# ---- block 1 ----
===== src/rtl/lane_pkg.sv =====
// Shared definitions for the lane mux front end.
// Holds the symbol width, the number of mux lanes, the default FIFO
// geometry and thresholds, and a ceil-log2 helper that derives address
// widths from entry counts.
package lane_pkg;

  localparam int SYMBOL_W     = 8;
  localparam int NUM_LANES    = 2;
  localparam int DEF_DEPTH    = 8;
  localparam int DEF_AF_LEVEL = 6;
  localparam int DEF_AE_LEVEL = 2;

  // Ceiling log2. The result for 8 is 3. The result for 1 is 0.
  function automatic int clog2(input int value);
    int result;
    int rem;
    result = 0;
    rem    = value - 1;
    while (rem > 0) begin
      result = result + 1;
      rem    = rem >> 1;
    end
    return result;
  endfunction

endpackage


===== src/rtl/fifo_mem.sv =====
// Storage array for lane_fifo_8bit. It holds DEPTH words of DATA_W bits.
// Ports:
//   clk   - rising-edge clock for the write port
//   we    - write enable
//   waddr - write address
//   wdata - write data
//   raddr - read address
//   rdata - combinational read data at raddr
// The contents are deliberately not reset. The FIFO pointers decide which
// words are valid.
module fifo_mem
  import lane_pkg::*;
#(
  parameter int DATA_W = SYMBOL_W,
  parameter int DEPTH  = DEF_DEPTH,
  parameter int ADDR_W = clog2(DEPTH)
) (
  input  logic              clk,
  input  logic              we,
  input  logic [ADDR_W-1:0] waddr,
  input  logic [DATA_W-1:0] wdata,
  input  logic [ADDR_W-1:0] raddr,
  output logic [DATA_W-1:0] rdata
);

  logic [DATA_W-1:0] mem_r [DEPTH];

  // Write port: one word per clock when enabled.
  always_ff @(posedge clk) begin
    if (we) begin
      mem_r[waddr] <= wdata;
    end
  end

  // A read and a write to the same address return the old word.
  // The FIFO relies on this when it is full and pushes and pops together.
  assign rdata = mem_r[raddr];

endmodule


===== src/rtl/lane_fifo_8bit.sv =====
// Per-lane synchronous FIFO in front of the 2:1 8-bit lane mux.
// Ports:
//   clk, reset_L   - rising-edge clock, asynchronous active-low reset
//   push, data_in  - write request and symbol
//   pop            - read request from the downstream arbiter
//   data_out       - registered symbol popped on the last edge
//   valid_out      - data_out was loaded by a pop on the last edge
//   full, empty, almost_full, almost_empty - combinational decode of count
//   count          - occupancy, 0..DEPTH
//   overflow_err   - sticky; set when a push is dropped
//   underflow_err  - sticky; set when a pop arrives while empty
module lane_fifo_8bit
  import lane_pkg::*;
#(
  parameter int DATA_W   = SYMBOL_W,
  parameter int DEPTH    = DEF_DEPTH,
  parameter int ADDR_W   = clog2(DEPTH),
  parameter int AF_LEVEL = DEF_AF_LEVEL,
  parameter int AE_LEVEL = DEF_AE_LEVEL
) (
  input  logic              clk,
  input  logic              reset_L,
  input  logic              push,
  input  logic [DATA_W-1:0] data_in,
  input  logic              pop,
  output logic [DATA_W-1:0] data_out,
  output logic              valid_out,
  output logic              full,
  output logic              empty,
  output logic              almost_full,
  output logic              almost_empty,
  output logic [ADDR_W:0]   count,
  output logic              overflow_err,
  output logic              underflow_err
);

  logic [ADDR_W-1:0] wr_ptr_r;
  logic [ADDR_W-1:0] rd_ptr_r;
  logic [ADDR_W:0]   count_r;
  logic [ADDR_W:0]   count_nxt_s;
  logic [DATA_W-1:0] data_out_r;
  logic              valid_out_r;
  logic              overflow_r;
  logic              underflow_r;
  logic [DATA_W-1:0] rd_data_s;
  logic              push_ok_s;
  logic              pop_ok_s;

  fifo_mem #(
    .DATA_W (DATA_W),
    .DEPTH  (DEPTH),
    .ADDR_W (ADDR_W)
  ) u_mem (
    .clk   (clk),
    .we    (push_ok_s),
    .waddr (wr_ptr_r),
    .wdata (data_in),
    .raddr (rd_ptr_r),
    .rdata (rd_data_s)
  );

  assign empty        = (count_r == {(ADDR_W+1){1'b0}});
  assign full         = (count_r == (ADDR_W+1)'(DEPTH));
  assign almost_full  = (count_r >= (ADDR_W+1)'(AF_LEVEL));
  assign almost_empty = (count_r <= (ADDR_W+1)'(AE_LEVEL));

  // A pop is taken only when there is data. There is no bypass from
  // data_in. A push is taken when the FIFO is not full. It is also taken
  // when the FIFO is full and a pop frees the slot in the same cycle.
  assign pop_ok_s  = pop & ~empty;
  assign push_ok_s = push & (~full | pop_ok_s);

  // Next occupancy from the accepted push and pop.
  always_comb begin
    count_nxt_s = count_r;
    case ({push_ok_s, pop_ok_s})
      2'b10:   count_nxt_s = count_r + (ADDR_W+1)'(1);
      2'b01:   count_nxt_s = count_r - (ADDR_W+1)'(1);
      default: count_nxt_s = count_r;
    endcase
  end

  // Pointers, occupancy, output register and sticky error flags.
  always_ff @(posedge clk or negedge reset_L) begin
    if (!reset_L) begin
      wr_ptr_r    <= {ADDR_W{1'b0}};
      rd_ptr_r    <= {ADDR_W{1'b0}};
      count_r     <= {(ADDR_W+1){1'b0}};
      data_out_r  <= {DATA_W{1'b0}};
      valid_out_r <= 1'b0;
      overflow_r  <= 1'b0;
      underflow_r <= 1'b0;
    end else begin
      count_r <= count_nxt_s;
      if (push_ok_s) begin
        wr_ptr_r <= wr_ptr_r + ADDR_W'(1);
      end
      if (pop_ok_s) begin
        rd_ptr_r    <= rd_ptr_r + ADDR_W'(1);
        data_out_r  <= rd_data_s;
        valid_out_r <= 1'b1;
      end else begin
        valid_out_r <= 1'b0;
      end
      if (push & ~push_ok_s) begin
        overflow_r <= 1'b1;
      end
      if (pop & empty) begin
        underflow_r <= 1'b1;
      end
    end
  end

  assign count         = count_r;
  assign data_out      = data_out_r;
  assign valid_out     = valid_out_r;
  assign overflow_err  = overflow_r;
  assign underflow_err = underflow_r;

endmodule


===== config.mk =====
export PLATFORM = sky130hd
export DESIGN_NAME = lane_fifo_8bit
export DESIGN_NICKNAME = d
export VERILOG_FILES = /design/src/rtl/lane_pkg.sv /design/src/rtl/fifo_mem.sv /design/src/rtl/lane_fifo_8bit.sv
export SDC_FILE = /design/constraint.sdc
export NUM_CORES = 1
export LEC_CHECK = 0
export ABC_CLOCK_PERIOD_IN_PS = 4700
export CORE_ASPECT_RATIO = 0.9
export CORE_MARGIN = 8
export CORE_UTILIZATION = 50
export DETAILED_ROUTE_END_ITERATION = 8
export HOLD_SLACK_MARGIN = 0.15
export PLACE_DENSITY_LB_ADDON = 0.1
export SLEW_MARGIN = 20
export SYNTH_ARGS = -nofsm -noshare
export SYNTH_HDL_FRONTEND = slang
export SYNTH_SLANG_ARGS = --single-unit
export TNS_END_PERCENT = 100

===== constraint.sdc =====
create_clock -name clk -period 4.7 [get_ports clk]
set_input_delay 0.94 -clock clk [delete_from_list [all_inputs] [get_ports clk]]
set_output_delay 0.94 -clock clk [all_outputs]
set_load 0.005 [all_outputs]

### Clock wiring as the flow saved it, block 1

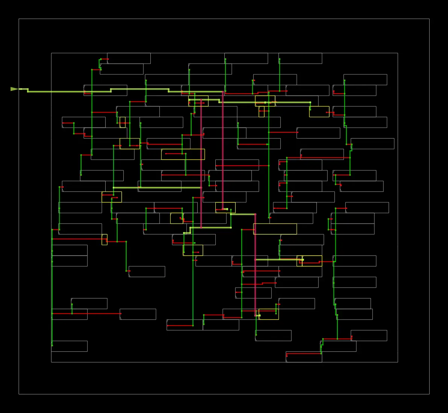
P_clk: 0.544 mW
sequential cells: 85
clock net sink count: 85

### M2 wires, block 1

Bar = 20 µm.
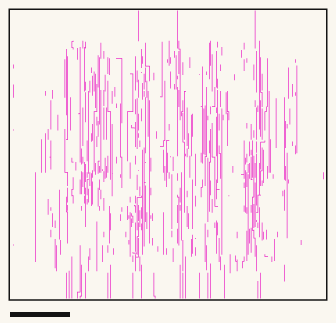
wire length on this layer: 3210 µm
main direction: vertical
nets with wire on the layer: 226
share of all routed wire: 50%
routed wire length: 6460 µm
vias: 1865
met2 GRT Util: 23.0%

stage by stage:
step	cell area, µm²	power [mW]	cells	worst slack (ns)
3_5_place_dp	3890	2.02	334	1.22
5_1_grt	4100	2.67	350	1.36
3_3_place_gp	3890	2.01	334	1.27
2_1_floorplan	3540	1.71	216	2.15
6_report	4100	2.52	350	1.61
4_1_cts	4100	2.56	350	1.59
flip-flops by register name, summed over array words and instances, names as in the netlist:
signal	count
count	4
data_out	8
underflow_err	1
valid_out	1
wr_ptr_r	3
u_mem.mem_r	64
rd_ptr_r	3
overflow_err	1
==> impl_metrics.tcl <==
# flow metrics
set metrics [dict create \
    status "finished clean" \
    fp-row-count 29 \
    cpMostUsedCell "xor2_1" \
    final_nets 269 \
    required_ns 4.92 \
    switchingPower_mw 0.792 \
    maxSlewViolCount 0 \
    area_delta_synth_final_pct 15.8 \
    grt_max_degree 35 \
    mux_share_pct 10.3 \
    grt_pass1_vias 1976 \
    ys_area_um2 3540 \
    postCtsSetupRepairBufs 0 \
    post-dp-hpwl_um 4160 \
    io_pins 31 \
    async_flop_share_pct 24.7 \
    clkLatencyLatePin_ns 0.35 \
    p_per_area_nw_per_um2 615 \
    htreeDepth 3 \
]

# ---- block 2 ----
`src/rtl/lfsr_check.sv`:
```
// Receive-side checker for the 32-bit-per-cycle LFSR test pattern: hunts, verifies, locks, counts errors.
// Optional per-bit error counter is built only when LFSR_CHK_BITCNT_EN is defined.
module lfsr_check #(
  parameter int unsigned P_LOCK_CNT   = 4,
  parameter int unsigned P_UNLOCK_CNT = 8,
  parameter int unsigned P_CNT_W      = 16
) (
  input  logic               i_clk,
  input  logic               i_rst,
  input  logic               i_valid,
  input  logic [31:0]        i_data,
  input  logic               i_clr_cnt,
  output logic               o_lock,
  output logic               o_err,
  output logic [P_CNT_W-1:0] o_err_cnt,
  output logic [P_CNT_W-1:0] o_bit_err_cnt
);

  localparam logic [7:0] LockCnt   = 8'(P_LOCK_CNT);
  localparam logic [7:0] UnlockCnt = 8'(P_UNLOCK_CNT);

  typedef enum logic [1:0] {
    StHunt,
    StVerify,
    StLock
  } state_e;

  state_e             state_q, state_d;
  logic [15:0]        seed_q, seed_d;
  logic [7:0]         match_cnt_q, match_cnt_d, match_inc;
  logic [7:0]         miss_cnt_q, miss_cnt_d, miss_inc;
  logic               err_q, err_d;
  logic [P_CNT_W-1:0] err_cnt_q, err_cnt_d;
  logic [47:0]        pred_ext;
  logic [31:0]        pred;
  logic               match;
  logic               seed_zero;

  // Unroll the recurrence from the oldest predicted bit (31) down to the newest (0).
  always_comb begin
    pred_ext = {seed_q, 32'h0};
    for (int k = 31; k >= 0; k--) begin
      pred_ext[k] = pred_ext[k+16] ^ pred_ext[k+15] ^ pred_ext[k+14] ^ pred_ext[k+2];
    end
  end

  assign pred      = pred_ext[31:0];
  assign match     = (i_data == pred);
  assign seed_zero = (i_data[15:0] == 16'h0);
  assign match_inc = match_cnt_q + 8'd1;
  assign miss_inc  = miss_cnt_q + 8'd1;

  always_comb begin
    state_d     = state_q;
    seed_d      = seed_q;
    match_cnt_d = match_cnt_q;
    miss_cnt_d  = miss_cnt_q;
    err_d       = 1'b0;
    if (i_valid) begin
      case (state_q)
        StHunt: begin
          if (!seed_zero) begin
            seed_d      = i_data[15:0];
            match_cnt_d = 8'd0;
            state_d     = StVerify;
          end
        end
        StVerify: begin
          if (match) begin
            seed_d      = i_data[15:0];
            match_cnt_d = match_inc;
            if (match_inc == LockCnt) begin
              state_d    = StLock;
              miss_cnt_d = 8'd0;
            end
          end else if (!seed_zero) begin
            seed_d      = i_data[15:0];
            match_cnt_d = 8'd0;
          end else begin
            match_cnt_d = 8'd0;
            state_d     = StHunt;
          end
        end
        StLock: begin
          // Follow the prediction so one corrupted word cannot derail the following ones.
          seed_d = pred[15:0];
          if (match) begin
            miss_cnt_d = 8'd0;
          end else begin
            err_d      = 1'b1;
            miss_cnt_d = miss_inc;
            if (miss_inc == UnlockCnt) begin
              state_d = StHunt;
            end
          end
        end
        default: begin
          state_d = StHunt;
        end
      endcase
    end
  end

  always_comb begin
    err_cnt_d = err_cnt_q;
    if (i_clr_cnt) begin
      err_cnt_d = '0;
    end else if (err_d && (err_cnt_q != {P_CNT_W{1'b1}})) begin
      err_cnt_d = err_cnt_q + P_CNT_W'(1);
    end
  end

  always_ff @(posedge i_clk) begin
    if (!i_rst) begin
      state_q     <= StHunt;
      seed_q      <= 16'h0;
      match_cnt_q <= 8'd0;
      miss_cnt_q  <= 8'd0;
      err_q       <= 1'b0;
      err_cnt_q   <= '0;
    end else begin
      state_q     <= state_d;
      seed_q      <= seed_d;
      match_cnt_q <= match_cnt_d;
      miss_cnt_q  <= miss_cnt_d;
      err_q       <= err_d;
      err_cnt_q   <= err_cnt_d;
    end
  end

  assign o_lock    = (state_q == StLock);
  assign o_err     = err_q;
  assign o_err_cnt = err_cnt_q;

`ifdef LFSR_CHK_BITCNT_EN
  // Sum is wide enough for a full 32-bit popcount even with narrow counters.
  localparam int unsigned SumW = ((P_CNT_W > 6) ? P_CNT_W : 6) + 1;

  logic [31:0]        diff;
  logic [5:0]         bit_errs;
  logic [SumW-1:0]    bit_sum;
  logic [P_CNT_W-1:0] bit_cnt_q, bit_cnt_d;

  assign diff = i_data ^ pred;

  always_comb begin
    bit_errs = 6'd0;
    for (int k = 0; k < 32; k++) begin
      bit_errs = bit_errs + 6'(diff[k]);
    end
  end

  assign bit_sum = SumW'(bit_cnt_q) + SumW'(bit_errs);

  always_comb begin
    bit_cnt_d = bit_cnt_q;
    if (i_clr_cnt) begin
      bit_cnt_d = '0;
    end else if (err_d) begin
      bit_cnt_d = (bit_sum > SumW'({P_CNT_W{1'b1}})) ? {P_CNT_W{1'b1}} : P_CNT_W'(bit_sum);
    end
  end

  always_ff @(posedge i_clk) begin
    if (!i_rst) begin
      bit_cnt_q <= '0;
    end else begin
      bit_cnt_q <= bit_cnt_d;
    end
  end

  assign o_bit_err_cnt = bit_cnt_q;
`else
  assign o_bit_err_cnt = '0;
`endif

endmodule

```
`config.mk`:
```
export PLATFORM = sky130hd
export DESIGN_NAME = lfsr_check
export DESIGN_NICKNAME = d
export VERILOG_FILES = /design/src/rtl/lfsr_check.sv
export SDC_FILE = /design/constraint.sdc
export NUM_CORES = 1
export LEC_CHECK = 0
export CORE_ASPECT_RATIO = 0.7
export CORE_MARGIN = 3
export CORE_UTILIZATION = 40
export CTS_BUF_LIST = sky130_fd_sc_hd__clkbuf_8
export CTS_CLUSTER_DIAMETER = 30
export DETAILED_ROUTE_END_ITERATION = 7
export DONT_BUFFER_PORTS = 1
export HOLD_SLACK_MARGIN = 0.1
export PLACE_DENSITY = 0.53
export SLEW_MARGIN = 20
export SYNTH_ARGS = -nofsm -noshare
export SYNTH_HDL_FRONTEND = slang
export SYNTH_SLANG_ARGS = --single-unit
```
`constraint.sdc`:
```
create_clock -name i_clk -period 3.75 [get_ports i_clk]
set_input_delay 0.5625 -clock i_clk [delete_from_list [all_inputs] [get_ports i_clk]]
set_output_delay 0.5625 -clock i_clk [all_outputs]
set_load 0.02 [all_outputs]
```
==> impl_metrics.tcl <==
# flow metrics
set metrics [dict create \
    switchingPower_mw 0.974 \
    maxPowerGroup "combinational cells" \
    hold_buffers 0 \
    fin_util_pct 49.3 \
    final_nets 645 \
    comb-cell-share_pct 65.5 \
    syn_inst 563 \
    logic_area_um2 3680 \
    maxSlewHeadroom_pct 50.0 \
    synth-edff-count 0 \
    seq-power_mw 0.574 \
    yosysTopAreaCell "dfxtp_1" \
    area_delta_synth_final_pct 16.3 \
    synth_area_um2 4830 \
    fin_tns_setup_ns 0 \
    setup_ws_ns 0.0696 \
    switching_share_pct 38.9 \
    port_buffers 0 \
    io_pins 70 \
    drtPass1Iterations 5 \
    async_flop_share_pct 0 \
    status "finished clean" \
    nonClkBufAreaFrac_pct 9.32 \
    dieArea_um2 13500 \
    seqPwrFrac_pct 23.0 \
    ys.warnings.count 0 \
    ff_type "dfxtp_1" \
    rrSetupSlack_ns 0.07 \
    clk-power_mw 0.475 \
]
## worst max-delay path: stages (launching register included)
cell      delay (ns)
dfxtp_4         0.38
xnor2_2         0.37
xnor3_1         0.40
or4_1           0.54
mux2i_1         0.25
o221ai_2        0.19
or4_4           0.64
o21ai_4         0.22
nor4_4          0.10
and3_1          0.23
a221o_1         0.25
## layer usage
metal	share of wire (%)	up-vias	track usage (%)
met4	0.57	0	3.45
li1	-	2049	-
met3	13	12	8.08
met5	0	-	0
met1	49	2065	39.1
met2	38	217	27.7
### Floorplan with the power grid, block 2

Bar = 50 µm. Pins as bars on the die edge.
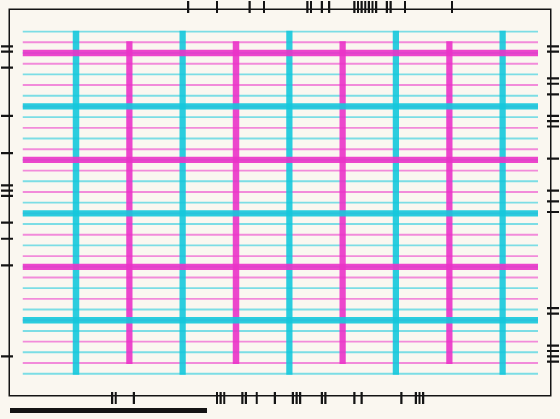
[cyan] VSS
[magenta] VDD
rows: 32
met5 straps: 6
signal pins: 70
met4 straps: 9
met1 rails: 33
worst vdd ir: 0.225 mV
Die H: 98.0 µm
DIE WIDTH: 137 µm
core box area: 11400 µm²

### Metal layers overlaid, block 2

Bar = 50 µm. Only two layers are drawn.
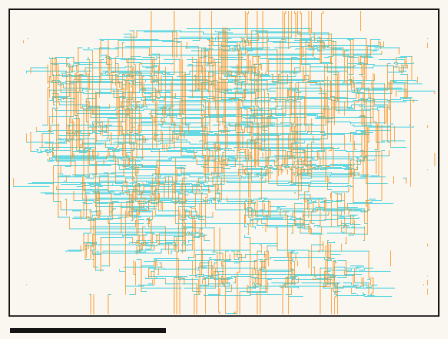
[cyan] met1 | wire length: 7670 µm
[orange] met2 | wire length: 5850 µm
GRT Util Overall: 23.2%
Avg WL per Cell: 20.6 µm
routed wire length: 15600 µm
vias: 4343

### Clock wiring as the flow saved it, block 2

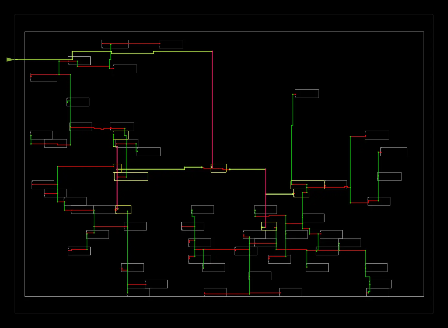
clock buf count: 5
clk_skew: 0.0133 ns
total CTS buffers: 5
sequential cells: 51
Late-Pin Clk Latency: 0.32 ns



==> gallery <==
M3 wires.
Plate I
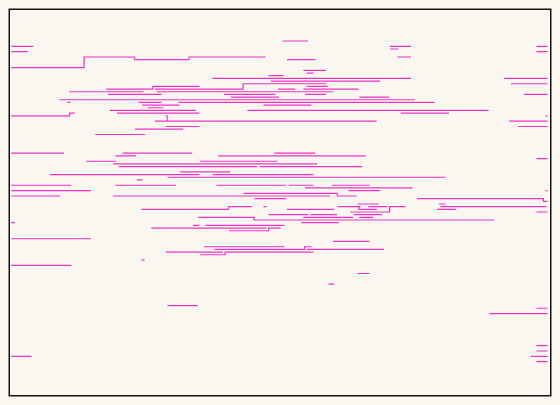
Plate II
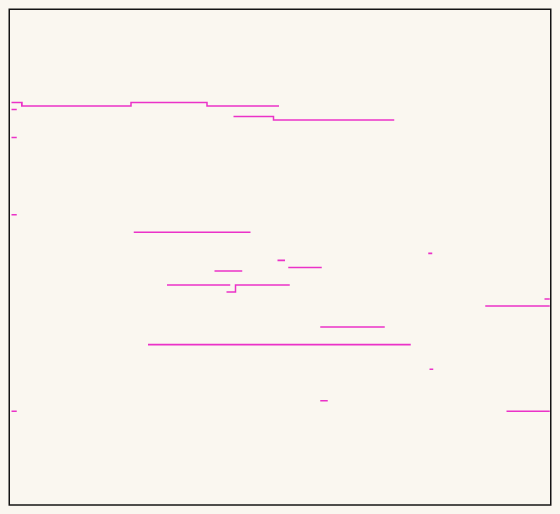
For block 2, see Plate I.
For block 1, see Plate II.

Key to Plate II:
nets with wire on the layer: 13
wire length on this layer: 233 µm
main direction: horizontal
share of all routed wire: 3.6%

No activity file was given, so power comes from the tool's default toggle rates.
